=== frame_swap_controller ===
==> frame_swap_controller/clocks.png <==
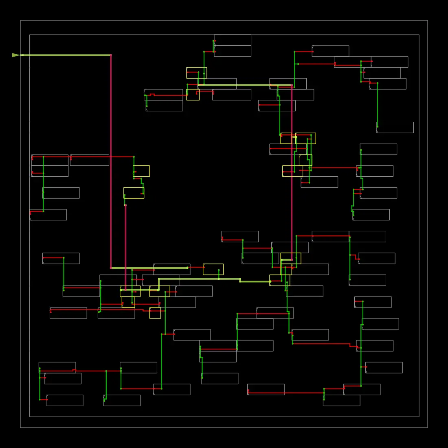

<file path="src/rtl/frame_swap_pkg.sv">
// ---------------------------------------------------------------------------
// frame_swap_pkg
//   Shared types for the frame-buffer ownership manager: the per-buffer role
//   encoding, the swap controller state encoding, and the buffer-count limit.
// ---------------------------------------------------------------------------
package frame_swap_pkg;

    localparam int MAX_BUFFERS = 4;

    typedef enum logic [1:0] {
        ROLE_FREE    = 2'd0,
        ROLE_DRAWING = 2'd1,
        ROLE_READY   = 2'd2,
        ROLE_DISPLAY = 2'd3
    } buf_role_t;

    typedef enum logic [1:0] {
        S_DRAW      = 2'd0,  // drawer owns a buffer and is rendering
        S_WAIT_FREE = 2'd1,  // frame handed over, no FREE buffer to grant yet
        S_WAIT_SLOT = 2'd2   // drawer finished but the pending slot is occupied
    } swap_state_t;

endpackage

</file>
<file path="src/rtl/lowest_free_picker.sv">
// ---------------------------------------------------------------------------
// lowest_free_picker
//   Combinational search for the lowest-index buffer whose role is FREE.
//   Ports:
//     i_roles  in   role of every buffer
//     o_found  out  at least one buffer is FREE
//     o_idx    out  lowest FREE index (0 when none found)
// ---------------------------------------------------------------------------
module lowest_free_picker
    import frame_swap_pkg::*;
#(
    parameter  int NUM_BUFFERS = 3,
    localparam int IDX_W       = $clog2(NUM_BUFFERS)
) (
    input  buf_role_t        i_roles [NUM_BUFFERS],
    output logic             o_found,
    output logic [IDX_W-1:0] o_idx
);

    // Scan from the top down so the last hit is the lowest index.
    always_comb begin
        o_found = 1'b0;
        o_idx   = '0;
        for (int i = NUM_BUFFERS - 1; i >= 0; i--) begin
            if (i_roles[i] == ROLE_FREE) begin
                o_found = 1'b1;
                o_idx   = IDX_W'(i);
            end
        end
    end

endmodule

</file>
<file path="src/rtl/frame_swap_controller.sv">
// ---------------------------------------------------------------------------
// frame_swap_controller
//   N-buffer (2..4) frame-buffer ownership manager. Tracks which buffer the
//   drawer renders into, which one the display scans out and at most one
//   finished (pending) frame; presents on vblank or immediately, with an
//   optional drop-stale mailbox policy and saturating frame statistics.
//   Ports:
//     clk, rstn                 clock, asynchronous active-low reset
//     mode_immediate            present as soon as a frame is pending
//     mode_drop_stale           newer finished frame replaces pending one
//     vblank_start, draw_done   one-cycle pulses, already synchronous to clk
//     draw_grant                one-cycle pulse: draw_idx names a fresh buffer
//     draw_idx, disp_idx        drawer / display buffer indices
//     pending_valid             a finished frame awaits presentation
//     frames_shown/dropped/repeated  saturating statistics
//     err_protocol              sticky: draw_done while drawer holds no grant
// ---------------------------------------------------------------------------
module frame_swap_controller
    import frame_swap_pkg::*;
#(
    parameter  int NUM_BUFFERS = 3,
    parameter  int CNT_W       = 16,
    localparam int IDX_W       = $clog2(NUM_BUFFERS)
) (
    input  logic             clk,
    input  logic             rstn,
    input  logic             mode_immediate,
    input  logic             mode_drop_stale,
    input  logic             vblank_start,
    input  logic             draw_done,
    output logic             draw_grant,
    output logic [IDX_W-1:0] draw_idx,
    output logic [IDX_W-1:0] disp_idx,
    output logic             pending_valid,
    output logic [CNT_W-1:0] frames_shown,
    output logic [CNT_W-1:0] frames_dropped,
    output logic [CNT_W-1:0] frames_repeated,
    output logic             err_protocol
);

    if (NUM_BUFFERS < 2 || NUM_BUFFERS > MAX_BUFFERS) begin : g_bad_num_buffers
        $error("frame_swap_controller: NUM_BUFFERS must be in 2..4");
    end

    function automatic logic [CNT_W-1:0] sat_inc(input logic [CNT_W-1:0] v);
        return (&v) ? v : v + 1'b1;
    endfunction

    buf_role_t        r_role [NUM_BUFFERS];
    swap_state_t      r_state;
    logic [IDX_W-1:0] r_draw_idx;
    logic [IDX_W-1:0] r_disp_idx;
    logic [IDX_W-1:0] r_ready_idx;
    logic             r_pending;
    logic             r_grant;
    logic [CNT_W-1:0] r_shown;
    logic [CNT_W-1:0] r_dropped;
    logic [CNT_W-1:0] r_repeated;
    logic             r_err;

    logic             w_present;
    buf_role_t        w_role_pp [NUM_BUFFERS];
    logic [IDX_W-1:0] w_disp_pp;
    logic             w_pending_pp;
    logic             w_free_found;
    logic [IDX_W-1:0] w_free_idx;

    buf_role_t        w_role_nx [NUM_BUFFERS];
    swap_state_t      w_state_nx;
    logic [IDX_W-1:0] w_draw_nx;
    logic [IDX_W-1:0] w_ready_nx;
    logic             w_pending_nx;
    logic             w_grant_nx;
    logic             w_drop_evt;
    logic             w_err_nx;

    assign w_present = r_pending & (vblank_start | mode_immediate);

    // Presentation is resolved first; completion below sees post-present roles.
    always_comb begin
        w_role_pp    = r_role;
        w_disp_pp    = r_disp_idx;
        w_pending_pp = r_pending;
        if (w_present) begin
            w_role_pp[r_disp_idx]  = ROLE_FREE;
            w_role_pp[r_ready_idx] = ROLE_DISPLAY;
            w_disp_pp              = r_ready_idx;
            w_pending_pp           = 1'b0;
        end
    end

    lowest_free_picker #(
        .NUM_BUFFERS(NUM_BUFFERS)
    ) u_picker (
        .i_roles (w_role_pp),
        .o_found (w_free_found),
        .o_idx   (w_free_idx)
    );

    always_comb begin
        w_role_nx    = w_role_pp;
        w_state_nx   = r_state;
        w_draw_nx    = r_draw_idx;
        w_ready_nx   = r_ready_idx;
        w_pending_nx = w_pending_pp;
        w_grant_nx   = 1'b0;
        w_drop_evt   = 1'b0;
        w_err_nx     = r_err;
        case (r_state)
            S_DRAW: begin
                if (draw_done) begin
                    if (!w_pending_pp) begin
                        w_role_nx[r_draw_idx] = ROLE_READY;
                        w_ready_nx            = r_draw_idx;
                        w_pending_nx          = 1'b1;
                        if (w_free_found) begin
                            w_role_nx[w_free_idx] = ROLE_DRAWING;
                            w_draw_nx             = w_free_idx;
                            w_grant_nx            = 1'b1;
                        end else begin
                            w_state_nx = S_WAIT_FREE;
                        end
                    end else if (mode_drop_stale) begin
                        // Stale frame's buffer goes FREE and is re-granted at once.
                        w_role_nx[r_ready_idx] = ROLE_DRAWING;
                        w_role_nx[r_draw_idx]  = ROLE_READY;
                        w_ready_nx             = r_draw_idx;
                        w_draw_nx              = r_ready_idx;
                        w_grant_nx             = 1'b1;
                        w_drop_evt             = 1'b1;
                    end else begin
                        w_state_nx = S_WAIT_SLOT;
                    end
                end
            end
            S_WAIT_FREE: begin
                if (draw_done) w_err_nx = 1'b1;
                if (w_free_found) begin
                    w_role_nx[w_free_idx] = ROLE_DRAWING;
                    w_draw_nx             = w_free_idx;
                    w_grant_nx            = 1'b1;
                    w_state_nx            = S_DRAW;
                end
            end
            S_WAIT_SLOT: begin
                if (draw_done) w_err_nx = 1'b1;
                // The held frame takes the slot just vacated; the ex-display
                // buffer becomes the new draw target.
                if (w_present) begin
                    w_role_nx[r_draw_idx] = ROLE_READY;
                    w_role_nx[r_disp_idx] = ROLE_DRAWING;
                    w_ready_nx            = r_draw_idx;
                    w_draw_nx             = r_disp_idx;
                    w_pending_nx          = 1'b1;
                    w_grant_nx            = 1'b1;
                    w_state_nx            = S_DRAW;
                end
            end
            default: w_state_nx = S_DRAW;
        endcase
    end

    always_ff @(posedge clk or negedge rstn) begin
        if (!rstn) begin
            for (int i = 0; i < NUM_BUFFERS; i++) begin
                r_role[i] <= (i == 0) ? ROLE_DISPLAY :
                             (i == 1) ? ROLE_DRAWING : ROLE_FREE;
            end
            r_state     <= S_DRAW;
            r_draw_idx  <= IDX_W'(1);
            r_disp_idx  <= '0;
            r_ready_idx <= '0;
            r_pending   <= 1'b0;
            r_grant     <= 1'b0;
            r_shown     <= '0;
            r_dropped   <= '0;
            r_repeated  <= '0;
            r_err       <= 1'b0;
        end else begin
            r_role      <= w_role_nx;
            r_state     <= w_state_nx;
            r_draw_idx  <= w_draw_nx;
            r_disp_idx  <= w_disp_pp;
            r_ready_idx <= w_ready_nx;
            r_pending   <= w_pending_nx;
            r_grant     <= w_grant_nx;
            r_err       <= w_err_nx;
            if (w_present)                    r_shown    <= sat_inc(r_shown);
            if (w_drop_evt)                   r_dropped  <= sat_inc(r_dropped);
            if (vblank_start && !r_pending)   r_repeated <= sat_inc(r_repeated);
        end
    end

    assign draw_grant      = r_grant;
    assign draw_idx        = r_draw_idx;
    assign disp_idx        = r_disp_idx;
    assign pending_valid   = r_pending;
    assign frames_shown    = r_shown;
    assign frames_dropped  = r_dropped;
    assign frames_repeated = r_repeated;
    assign err_protocol    = r_err;

    int w_n_disp;
    int w_n_draw;
    int w_n_ready;

    always_comb begin
        w_n_disp  = 0;
        w_n_draw  = 0;
        w_n_ready = 0;
        for (int i = 0; i < NUM_BUFFERS; i++) begin
            if (r_role[i] == ROLE_DISPLAY) w_n_disp++;
            if (r_role[i] == ROLE_DRAWING) w_n_draw++;
            if (r_role[i] == ROLE_READY)   w_n_ready++;
        end
    end

    a_one_display: assert property (@(posedge clk) disable iff (!rstn) w_n_disp == 1);
    a_le1_drawing: assert property (@(posedge clk) disable iff (!rstn) w_n_draw <= 1);
    a_le1_ready:   assert property (@(posedge clk) disable iff (!rstn) w_n_ready <= 1);
    a_ready_pend:  assert property (@(posedge clk) disable iff (!rstn) (w_n_ready == 1) == r_pending);
    a_idx_differ:  assert property (@(posedge clk) disable iff (!rstn) r_draw_idx != r_disp_idx);
    a_grant_pulse: assert property (@(posedge clk) disable iff (!rstn) r_grant |=> !r_grant);

endmodule

</file>
<file path="config.mk">
export PLATFORM = sky130hd
export DESIGN_NAME = frame_swap_controller
export DESIGN_NICKNAME = d
export VERILOG_FILES = /design/src/rtl/frame_swap_pkg.sv /design/src/rtl/lowest_free_picker.sv /design/src/rtl/frame_swap_controller.sv
export SDC_FILE = /design/constraint.sdc
export NUM_CORES = 1
export LEC_CHECK = 0
export ABC_AREA = 1
export CAP_MARGIN = 20
export CORE_MARGIN = 2
export CORE_UTILIZATION = 40
export CTS_BUF_LIST = sky130_fd_sc_hd__clkbuf_8
export CTS_CLUSTER_DIAMETER = 200
export DETAILED_ROUTE_END_ITERATION = 12
export PLACE_DENSITY = 0.61
export SYNTH_ARGS = -nofsm -noshare
export SYNTH_HDL_FRONTEND = slang
export SYNTH_SLANG_ARGS = --single-unit
</file>
<file path="constraint.sdc">
create_clock -name clk -period 3.9 [get_ports clk]
set_clock_uncertainty 0.05 [all_clocks]
set_input_delay 1.17 -clock clk [delete_from_list [all_inputs] [get_ports clk]]
set_output_delay 1.17 -clock clk [all_outputs]
set_load 0.02 [all_outputs]
</file>
=== axi_stream_packet_receiver ===
--- src/rtl/axi_stream_packet_receiver.sv ---
// AXI4-Stream packet receiver.
// Buffers incoming beats in a small FIFO and replays them to a downstream consumer.
// Measures the byte length of each packet from tkeep, counts completed packets,
// and keeps sticky flags for upstream protocol violations.
module axi_stream_packet_receiver #(
  parameter int BYTE_WIDTH = 4,
  parameter int FIFO_DEPTH = 4,
  parameter int LEN_WIDTH  = 16
) (
  input  logic                    aclk,
  input  logic                    aresetn,
  input  logic                    tvalid,
  input  logic [8*BYTE_WIDTH-1:0] tdata,
  input  logic [BYTE_WIDTH-1:0]   tstrb,
  input  logic [BYTE_WIDTH-1:0]   tkeep,
  input  logic                    tlast,
  output logic                    tready,
  output logic                    out_valid,
  output logic [8*BYTE_WIDTH-1:0] out_data,
  output logic [BYTE_WIDTH-1:0]   out_keep,
  output logic                    out_last,
  input  logic                    out_ready,
  output logic                    pkt_done,
  output logic [LEN_WIDTH-1:0]    pkt_bytes,
  output logic                    pkt_ovf,
  output logic [LEN_WIDTH-1:0]    pkt_count,
  input  logic                    err_clear,
  output logic                    err_strb,
  output logic                    err_drop,
  output logic                    err_unstable
);

  localparam int DATA_W  = 8 * BYTE_WIDTH;
  localparam int ENTRY_W = DATA_W + BYTE_WIDTH + 1;
  localparam int PTR_W   = (FIFO_DEPTH > 1) ? $clog2(FIFO_DEPTH) : 1;
  localparam int OCC_W   = PTR_W + 1;
  localparam int PC_W    = $clog2(BYTE_WIDTH + 1);
  // The sum carries one bit above the wider of the length field and the
  // per-beat byte count, so saturation is visible even for tiny LEN_WIDTH.
  localparam int SUM_W   = ((LEN_WIDTH > PC_W) ? LEN_WIDTH : PC_W) + 1;

  localparam logic [OCC_W-1:0] OCC_FULL = OCC_W'(FIFO_DEPTH);
  localparam logic [SUM_W-1:0] LEN_MAX  = SUM_W'({LEN_WIDTH{1'b1}});

  // Receive buffer
  logic [ENTRY_W-1:0] mem [FIFO_DEPTH];
  logic [PTR_W-1:0]   wr_ptr;
  logic [PTR_W-1:0]   rd_ptr;
  logic [OCC_W-1:0]   occupancy;
  logic               ready_en;
  logic               fifo_full;
  logic               fifo_empty;
  logic               push;
  logic               pop;
  logic [ENTRY_W-1:0] head;

  // Packet statistics
  logic [LEN_WIDTH-1:0] acc;
  logic                 ovf;
  logic [SUM_W-1:0]     keep_cnt;
  logic [SUM_W-1:0]     acc_sum;
  logic                 acc_sat;
  logic [LEN_WIDTH-1:0] acc_next;

  // Protocol checking
  logic                 stall_q;
  logic [DATA_W-1:0]    tdata_q;
  logic [BYTE_WIDTH-1:0] tstrb_q;
  logic [BYTE_WIDTH-1:0] tkeep_q;
  logic                 tlast_q;
  logic                 strb_det;
  logic                 drop_det;
  logic                 unstable_det;

  assign fifo_full  = (occupancy == OCC_FULL);
  assign fifo_empty = (occupancy == '0);

  // tready depends only on flops, so the upstream master sees no input-to-output path.
  assign tready    = ready_en & ~fifo_full;
  assign push      = tvalid & tready;
  assign out_valid = ~fifo_empty;
  assign pop       = out_valid & out_ready;

  assign head      = mem[rd_ptr];
  assign out_data  = out_valid ? head[DATA_W-1:0] : '0;
  assign out_keep  = out_valid ? head[DATA_W +: BYTE_WIDTH] : '0;
  assign out_last  = out_valid ? head[ENTRY_W-1] : 1'b0;

  // Enable acceptance one edge after reset release.
  always_ff @(posedge aclk or negedge aresetn) begin
    if (!aresetn) begin
      ready_en <= 1'b0;
    end else begin
      ready_en <= 1'b1;
    end
  end

  // Buffer storage; contents are don't-care while empty, outputs are gated above.
  always_ff @(posedge aclk) begin
    if (push) begin
      mem[wr_ptr] <= {tlast, tkeep, tdata};
    end
  end

  // Pointers and occupancy; pointers wrap naturally because the depth is a power of two.
  always_ff @(posedge aclk or negedge aresetn) begin
    if (!aresetn) begin
      wr_ptr    <= '0;
      rd_ptr    <= '0;
      occupancy <= '0;
    end else begin
      if (push) begin
        wr_ptr <= wr_ptr + PTR_W'(1);
      end
      if (pop) begin
        rd_ptr <= rd_ptr + PTR_W'(1);
      end
      case ({push, pop})
        2'b10:   occupancy <= occupancy + OCC_W'(1);
        2'b01:   occupancy <= occupancy - OCC_W'(1);
        default: occupancy <= occupancy;
      endcase
    end
  end

  // Byte count of the current beat and the saturated running total.
  always_comb begin
    keep_cnt = '0;
    for (int i = 0; i < BYTE_WIDTH; i++) begin
      keep_cnt = keep_cnt + SUM_W'(tkeep[i]);
    end
    acc_sum  = SUM_W'(acc) + keep_cnt;
    acc_sat  = (acc_sum > LEN_MAX);
    acc_next = acc_sat ? {LEN_WIDTH{1'b1}} : acc_sum[LEN_WIDTH-1:0];
  end

  // Packet statistics follow upstream transfers only, never downstream pops.
  always_ff @(posedge aclk or negedge aresetn) begin
    if (!aresetn) begin
      acc       <= '0;
      ovf       <= 1'b0;
      pkt_done  <= 1'b0;
      pkt_bytes <= '0;
      pkt_ovf   <= 1'b0;
      pkt_count <= '0;
    end else begin
      pkt_done <= 1'b0;
      if (push) begin
        if (tlast) begin
          pkt_bytes <= acc_next;
          pkt_ovf   <= ovf | acc_sat;
          pkt_done  <= 1'b1;
          pkt_count <= pkt_count + LEN_WIDTH'(1);
          acc       <= '0;
          ovf       <= 1'b0;
        end else begin
          acc <= acc_next;
          ovf <= ovf | acc_sat;
        end
      end
    end
  end

  // A stall is a beat offered while the buffer is full after enable;
  // the master must then hold the beat unchanged until it is taken.
  assign strb_det     = tvalid & (|(tstrb & ~tkeep));
  assign drop_det     = stall_q & ~tvalid;
  assign unstable_det = stall_q & ((tdata != tdata_q) | (tstrb != tstrb_q) |
                                   (tkeep != tkeep_q) | (tlast != tlast_q));

  // Remember the previous cycle's offer for the stability checks.
  always_ff @(posedge aclk or negedge aresetn) begin
    if (!aresetn) begin
      stall_q <= 1'b0;
      tdata_q <= '0;
      tstrb_q <= '0;
      tkeep_q <= '0;
      tlast_q <= 1'b0;
    end else begin
      stall_q <= tvalid & ~tready & ready_en;
      tdata_q <= tdata;
      tstrb_q <= tstrb;
      tkeep_q <= tkeep;
      tlast_q <= tlast;
    end
  end

  // Sticky error flags; a fresh detection takes priority over err_clear.
  always_ff @(posedge aclk or negedge aresetn) begin
    if (!aresetn) begin
      err_strb     <= 1'b0;
      err_drop     <= 1'b0;
      err_unstable <= 1'b0;
    end else begin
      if (strb_det) begin
        err_strb <= 1'b1;
      end else if (err_clear) begin
        err_strb <= 1'b0;
      end
      if (drop_det) begin
        err_drop <= 1'b1;
      end else if (err_clear) begin
        err_drop <= 1'b0;
      end
      if (unstable_det) begin
        err_unstable <= 1'b1;
      end else if (err_clear) begin
        err_unstable <= 1'b0;
      end
    end
  end

endmodule

--- config.mk ---
export PLATFORM = sky130hd
export DESIGN_NAME = axi_stream_packet_receiver
export DESIGN_NICKNAME = d
export VERILOG_FILES = /design/src/rtl/axi_stream_packet_receiver.sv
export SDC_FILE = /design/constraint.sdc
export NUM_CORES = 1
export LEC_CHECK = 0
export ABC_AREA = 1
export CORE_MARGIN = 3
export CORE_UTILIZATION = 50
export CTS_CLUSTER_SIZE = 16
export DETAILED_ROUTE_END_ITERATION = 12
export MAX_ROUTING_LAYER = met4
export PLACE_DENSITY_LB_ADDON = 0.25
export REMOVE_ABC_BUFFERS = 1
export SYNTH_ARGS = -nofsm -noshare
export SYNTH_HDL_FRONTEND = slang
export SYNTH_SLANG_ARGS = --single-unit
--- constraint.sdc ---
create_clock -name aclk -period 3.1 [get_ports aclk]
set_clock_uncertainty 0.05 [all_clocks]
set_input_delay 0.465 -clock aclk [delete_from_list [all_inputs] [get_ports aclk]]
set_output_delay 0.465 -clock aclk [all_outputs]
set_load 0.02 [all_outputs]
=== sort4_serializer ===
[config.mk]
export PLATFORM = sky130hd
export DESIGN_NAME = sort4_serializer
export DESIGN_NICKNAME = d
export VERILOG_FILES = /design/src/rtl/sort4_serializer.sv
export SDC_FILE = /design/constraint.sdc
export NUM_CORES = 1
export LEC_CHECK = 0
export CAP_MARGIN = 0
export CELL_PAD_IN_SITES_DETAIL_PLACEMENT = 0
export CELL_PAD_IN_SITES_GLOBAL_PLACEMENT = 1
export CORE_MARGIN = 5
export CORE_UTILIZATION = 43
export DETAILED_ROUTE_END_ITERATION = 16
export PLACE_DENSITY_LB_ADDON = 0.3
export SLEW_MARGIN = 40
export SYNTH_ARGS = -nofsm -noshare
export SYNTH_HDL_FRONTEND = slang
export SYNTH_SLANG_ARGS = --single-unit
[constraint.sdc]
create_clock -name clk -period 4.9 [get_ports clk]
set_input_delay 0.98 -clock clk [delete_from_list [all_inputs] [get_ports clk]]
set_output_delay 0.98 -clock clk [all_outputs]
set_load 0.01 [all_outputs]
[src/rtl/sort4_serializer.sv]
// sort4_serializer: buffers sorted 4-byte frames in a FIFO and streams them out one byte per transfer
module sort4_serializer #(
  parameter int DEPTH   = 4,
  parameter bit DESCEND = 1'b0
) (
  input  logic                     clk,
  input  logic                     rst,
  input  logic                     in_valid,
  input  logic [7:0]               in_d0,
  input  logic [7:0]               in_d1,
  input  logic [7:0]               in_d2,
  input  logic [7:0]               in_d3,
  output logic [7:0]               out_data,
  output logic                     out_valid,
  input  logic                     out_ready,
  output logic                     out_last,
  output logic [$clog2(DEPTH):0]   level,
  output logic                     overflow
);
  localparam int AW = $clog2(DEPTH);
  logic [31:0]   mem [DEPTH];
  logic [AW-1:0] wptr, rptr;
  logic [1:0]    bcnt, sel;
  logic [31:0]   head;
  logic          xfer, pop, push, full;
  // handshake decode and byte selection from the head frame; a pop frees a slot for a same-cycle push
  always_comb begin
    out_valid = level != '0;
    full      = level == (AW+1)'(DEPTH);
    xfer      = out_valid & out_ready;
    out_last  = out_valid & (bcnt == 2'd3);
    pop       = xfer & out_last;
    push      = in_valid & (~full | pop);
    head      = mem[rptr];
    sel       = DESCEND ? ~bcnt : bcnt;
    out_data  = out_valid ? head[{sel, 3'b000} +: 8] : 8'h00;
  end
  // frame storage needs no reset; out_data is masked while empty
  always_ff @(posedge clk)
    if (push) mem[wptr] <= {in_d3, in_d2, in_d1, in_d0};
  // pointers, occupancy, byte counter and sticky drop flag
  always_ff @(posedge clk or posedge rst)
    if (rst) begin
      wptr     <= '0;
      rptr     <= '0;
      level    <= '0;
      bcnt     <= '0;
      overflow <= 1'b0;
    end else begin
      if (push) wptr <= wptr + AW'(1);
      if (pop) rptr <= rptr + AW'(1);
      if (xfer) bcnt <= bcnt + 2'd1;
      level    <= level + (AW+1)'(push) - (AW+1)'(pop);
      overflow <= overflow | (in_valid & full & ~pop);
    end
endmodule


## Gallery

Routed clock nets over the placement.
picture 1
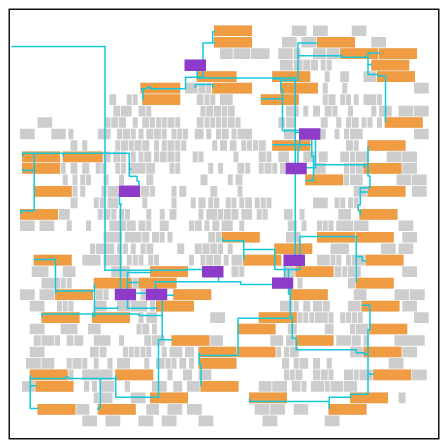
picture 2
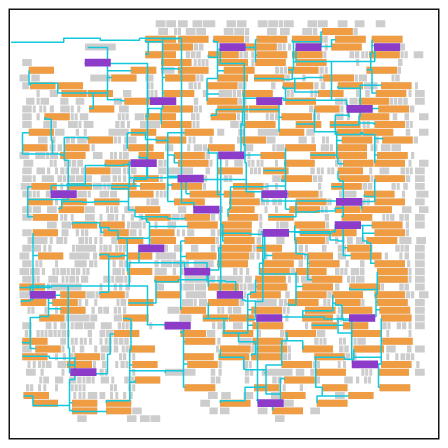
picture 3
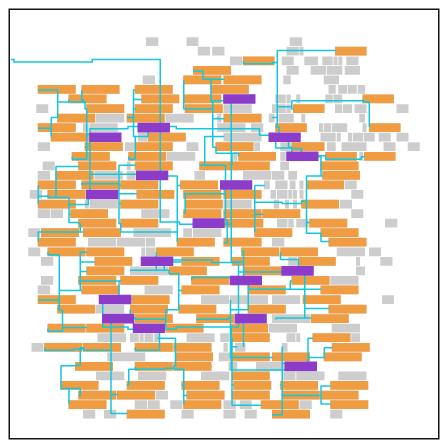
- most sequential cells: picture 2
- fewest sequential cells: picture 1
For frame_swap_controller, see picture 1.
For axi_stream_packet_receiver, see picture 2.
For sort4_serializer, see picture 3.

==> sort4_serializer/clocks.png <==
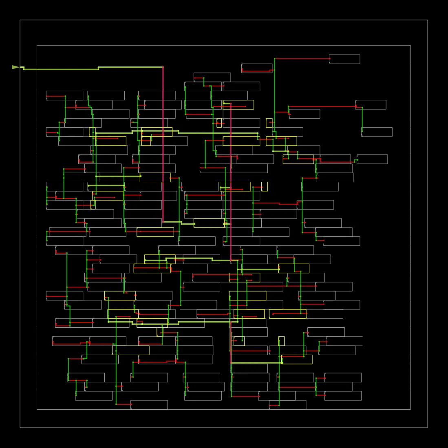
clock latency on the worst-skew pair: 410 ps
Seq cells: 138
number of CTS-inserted buffers: 17
setup clock skew after layout: 9.04 ps
CTS Sinks: 138

==> results.rst, sort4_serializer <==
Implementation results
======================

.. list-table::
   :header-rows: 1

   * - Metric
     - Value
   * - Run status
     - completed
   * - Clock tree buffer count of the final layout
     - 17
   * - Cell area after placement
     - roughly 6000 sq um
   * - Non-clock buffer instance count of the final layout
     - 57
   * - Layout cell share with drive strength beyond 1
     - between 20% and 30%
   * - Routed met2 length
     - 4740 um
   * - DP Wirelength
     - between 5000 and 6000 um
   * - Hold Path End
     - overflow$_DFF_PP0_
   * - #MultiIn Comb
     - ~98
   * - CTS tree
     - yes
   * - Kind of end point of the critical path
     - primary output
   * - Number of diodes
     - 0
   * - Final design utilization
     - between 50% and 60%
   * - Main logic family after synthesis
     - multiplexers
   * - Hold buffers post-CTS
     - 0
   * - Largest Register
     - mem
   * - Total power draw
     - ~4.4 mW
   * - Overflow after GRT
     - 0
   * - Leakage power
     - around 2.3 nW
   * - Total Routing Usage GR
     - between 10 and 15%
   * - Via count of the first global-routing pass
     - between 2000 and 3000
   * - Mean instance size in the synthesized netlist
     - 21.1 sq um
   * - Top library cells by usage in the layout, fill and taps aside
     - sky130_fd_sc_hd__edfxtp_1, sky130_fd_sc_hd__clkdlybuf4s50_1, sky130_fd_sc_hd__mux4_2
   * - Most frequent standard cell in the layout excluding fill and tap cells
     - sky130_fd_sc_hd__edfxtp_1
   * - Clock input transition at the sequential cells of the worst setup and hold paths
     - 60 ps
   * - Most used flip-flop cell after synthesis
     - sky130_fd_sc_hd__edfxtp_1
   * - CTS max path bufs
     - 2
   * - Min Tclk post-route
     - about 3700 ps
   * - Post-route cell area
     - roughly 6700 sq um
   * - Clock buf/inv share
     - roughly a tenth
   * - Worst Tran Pin Value
     - 787 ps
   * - Cell types with the largest area share after synthesis
     - sky130_fd_sc_hd__edfxtp_1, sky130_fd_sc_hd__mux4_2, sky130_fd_sc_hd__dfrtp_1, sky130_fd_sc_hd__a22oi_1, sky130_fd_sc_hd__ha_1
   * - CP Data Required Time
     - between 3000 and 4000 ps
   * - Number of enable-type register cells in the synthesized netlist
     - between 100 and 150
-- sort4_serializer: critical path, stage by stage (launching register included) --
cell	delay, ps
sky130_fd_sc_hd__dfrtp_1	680
sky130_fd_sc_hd__buf_4	450
sky130_fd_sc_hd__mux4_2	370
sky130_fd_sc_hd__o2111ai_1	210
sky130_fd_sc_hd__a21oi_1	120
sky130_fd_sc_hd__clkdlybuf4s50_1	530
-- sort4_serializer: report_power, final --
part | leakage [nW] | internal (mW) | switching [mW]
logic | 0.696 | 0.638 | 0.641
registers | 1.29 | 1.57 | 0.108
clock network | 0.321 | 0.946 | 0.458
total | 2.30 | 3.16 | 1.21
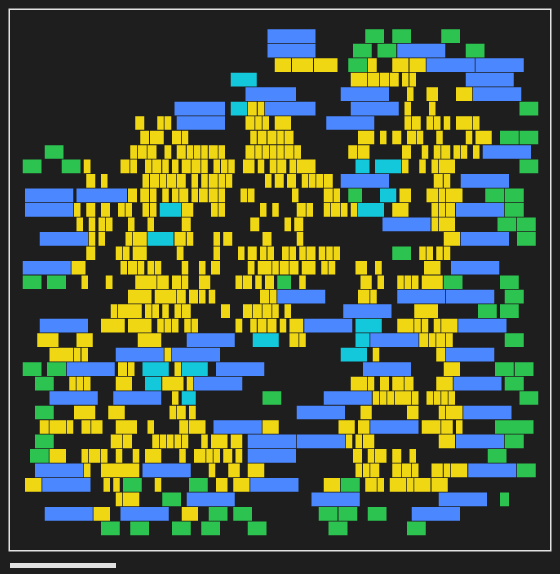
(frame_swap_controller/placement_by_type.png)
The bar under the picture is 20 um long.
Key: cyan = clock drivers and dummy loads [cells 16, share of their area 4.0%]; green = other buffers and delay cells [cells 63, share of their area 14%]; yellow = combinational and other logic [cells 413, share of their area 47%]; blue = flops [cells 65, share of their area 36%]

Notes on frame_swap_controller/clocks.png above:
CTS Sinks: 65
clock latency on the worst-skew pair: 340 ps
Power Clock: 0.540 mW
clock tree buffer count of the final layout: 9
number of CTS-inserted buffers: 9

==> results.rst, frame_swap_controller <==
Implementation results
======================

.. list-table::
   :header-rows: 1

   * - Metric
     - Value
   * - Number of placement rows
     - 35
   * - Routed wl met3
     - between 400 and 500 um
   * - Run status
     - completed
   * - Cell area after synthesis
     - 3800 sq um
   * - Post-synth net total
     - between 400 and 500
   * - I/O pin count
     - about 60
   * - Worst Tran Pin Value
     - ~740 ps
   * - Drt drc
     - 0
   * - Commonest cells in the synthesized netlist
     - sky130_fd_sc_hd__nand2_1, sky130_fd_sc_hd__inv_1, sky130_fd_sc_hd__dfrtp_1, sky130_fd_sc_hd__nor2_1
   * - Count of inverters not on the clock network in the layout
     - roughly 66
   * - Setup Viol. Count Final
     - 0
   * - Max frequency
     - roughly 330 MHz
   * - Min Tclk post-route
     - about 3000 ps
   * - Warning count from the yosys run
     - 0
   * - Chip area in the Yosys report
     - roughly 3800 sq um
   * - Detailed-route wire length per cell
     - 12.5 um
   * - Top cell area share
     - around two fifths
-- frame_swap_controller: registers in the layout, indices dropped and copies added, names as in the netlist --
signal	cells
err_protocol	1
frames_dropped	16
r_ready_idx	2
r_state	2
r_role	6
frames_repeated	16
draw_idx	2
frames_shown	16
pending_valid	1
disp_idx	2
draw_grant	1
-- frame_swap_controller: power breakdown --
part / total, mW / switching (mW) / internal (mW)
Clock: 0.540 / 0.299 / 0.241
Sequential: 1.03 / 0.174 / 0.855
Combinational: 1.46 / 0.905 / 0.558
==> axi_stream_packet_receiver/placement_by_type.png <==
The bar under the picture is 50 um long.
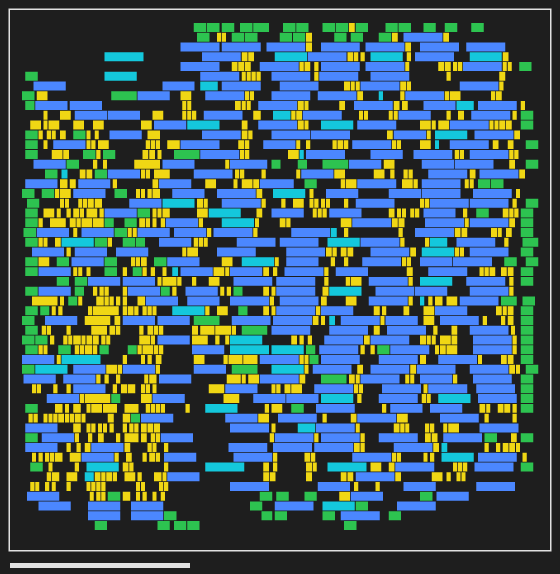
Key: yellow = combinational and other logic [cells 660, share of their area 25%]; green = other buffers and delay cells [cells 146, share of their area 12%]; cyan = clock drivers and dummy loads [cells 48, share of their area 7.6%]; blue = flops [cells 252, share of their area 55%]

==> results.rst, axi_stream_packet_receiver <==
Implementation results
======================

.. list-table::
   :header-rows: 1

   * - Metric
     - Value
   * - Run status
     - completed
   * - Grt peak-use layer
     - met2
   * - Footprint of the multi-input gates
     - roughly 3000 sq um
   * - CP Data Required Time
     - between 2000 and 3000 ps
   * - Internal power summed over all cells
     - 7.72 mW
   * - PwrDens
     - approximately 880 nW/um^2
   * - Clock network power share
     - around 30%
   * - Ordered list of cells on the worst path
     - buf_4, nor2_1, o21ai_0, a21oi_1, clkdlybuf4s50_1
   * - Pins Over Slew Limit
     - 0
   * - Worst r2r path cells
     - 13
   * - Via count of the first global-routing pass
     - ~7000
   * - Port-buffer cells
     - about 120
   * - Top cell area share
     - between 40% and 50%
   * - Post-route cell area
     - 13100 sq um
   * - Top library cells by usage in the layout, fill and taps aside
     - sky130_fd_sc_hd__nor2_1, sky130_fd_sc_hd__nand2_1, sky130_fd_sc_hd__edfxtp_1
   * - Number of enable-type register cells in the synthesized netlist
     - ~150
   * - Number of nets in the layout
     - roughly 1100
   * - Sequential share of cell area
     - 53.9%
   * - Max capacitance violation total
     - 0
   * - Min Tclk post-route
     - roughly 3000 ps
   * - Post-placement cell count
     - about 1300
   * - Fillcell total
     - 1579
   * - Switching share of total power
     - 32.9%
   * - Mean number of vias per cell
     - 5.08
   * - DP Wirelength
     - between 10000 and 15000 um
   * - 1st-iter DRT viols
     - roughly 380
   * - Setup Viol. Count Final
     - 0
   * - Kind of end point of the critical path
     - primary output
   * - Beginning of the worst register-to-register path
     - acc[0]$_DFFE_PN0P_
   * - Routed met2 length
     - roughly 11000 um
   * - Cell area after synthesis
     - roughly 10000 sq um
   * - Clock input transition at the sequential cells of the worst setup and hold paths
     - approximately 60 ps
   * - Start point of the worst hold path
     - tstrb[2]
   * - Chip area in the Yosys report
     - 10400 sq um
   * - Multi-input logic portion of the cell area
     - a little under a quarter
   * - Crit Path Class
     - reg -> out
   * - Fin Setup TNS
     - 0 ps
   * - Clock latency on the worst-skew pair
     - 520 ps
   * - Kind of path behind the tightest hold check
     - in -> reg
   * - Layout cell share with drive strength beyond 1
     - under 10%
   * - Seq cells
     - around 250
   * - Maximum number of pins on one net before global-route repair
     - about 56
   * - Overflow after GRT
     - 0
   * - Final worst path period share
     - a little over nine tenths
[axi_stream_packet_receiver: kinds of logic (layout without fill, tap and decap cells)]
group                    count (synthesis)  count (layout)  synth area share (%)
AND/OR/NAND/NOR                        394             394                  15.3
flip-flops                             252             252                  67.6
AND-OR/OR-AND                          135             135                  6.54
buffers and inverters                   92             252                  3.72
XOR/XNOR                                61              61                  5.13
adder cells (fa/ha/maj)                 11              11                  1.61
other                                    1               1                0.0360


==> gallery <==
M1 wires.
Supply wires on this layer in grey. Cells faint in the background.
panel A
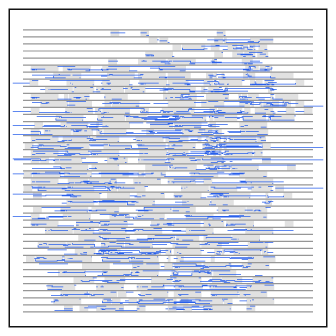
panel B
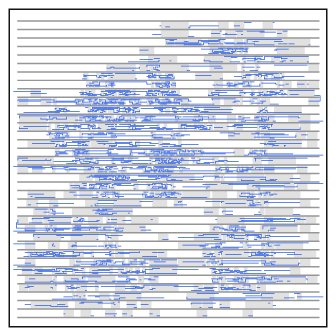
panel C
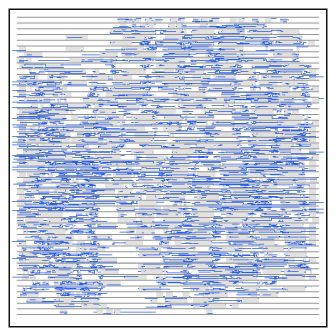
panel C: axi_stream_packet_receiver
panel B: frame_swap_controller
panel A: sort4_serializer

Power figures rest on the tool's default switching activity, not on a simulated workload.
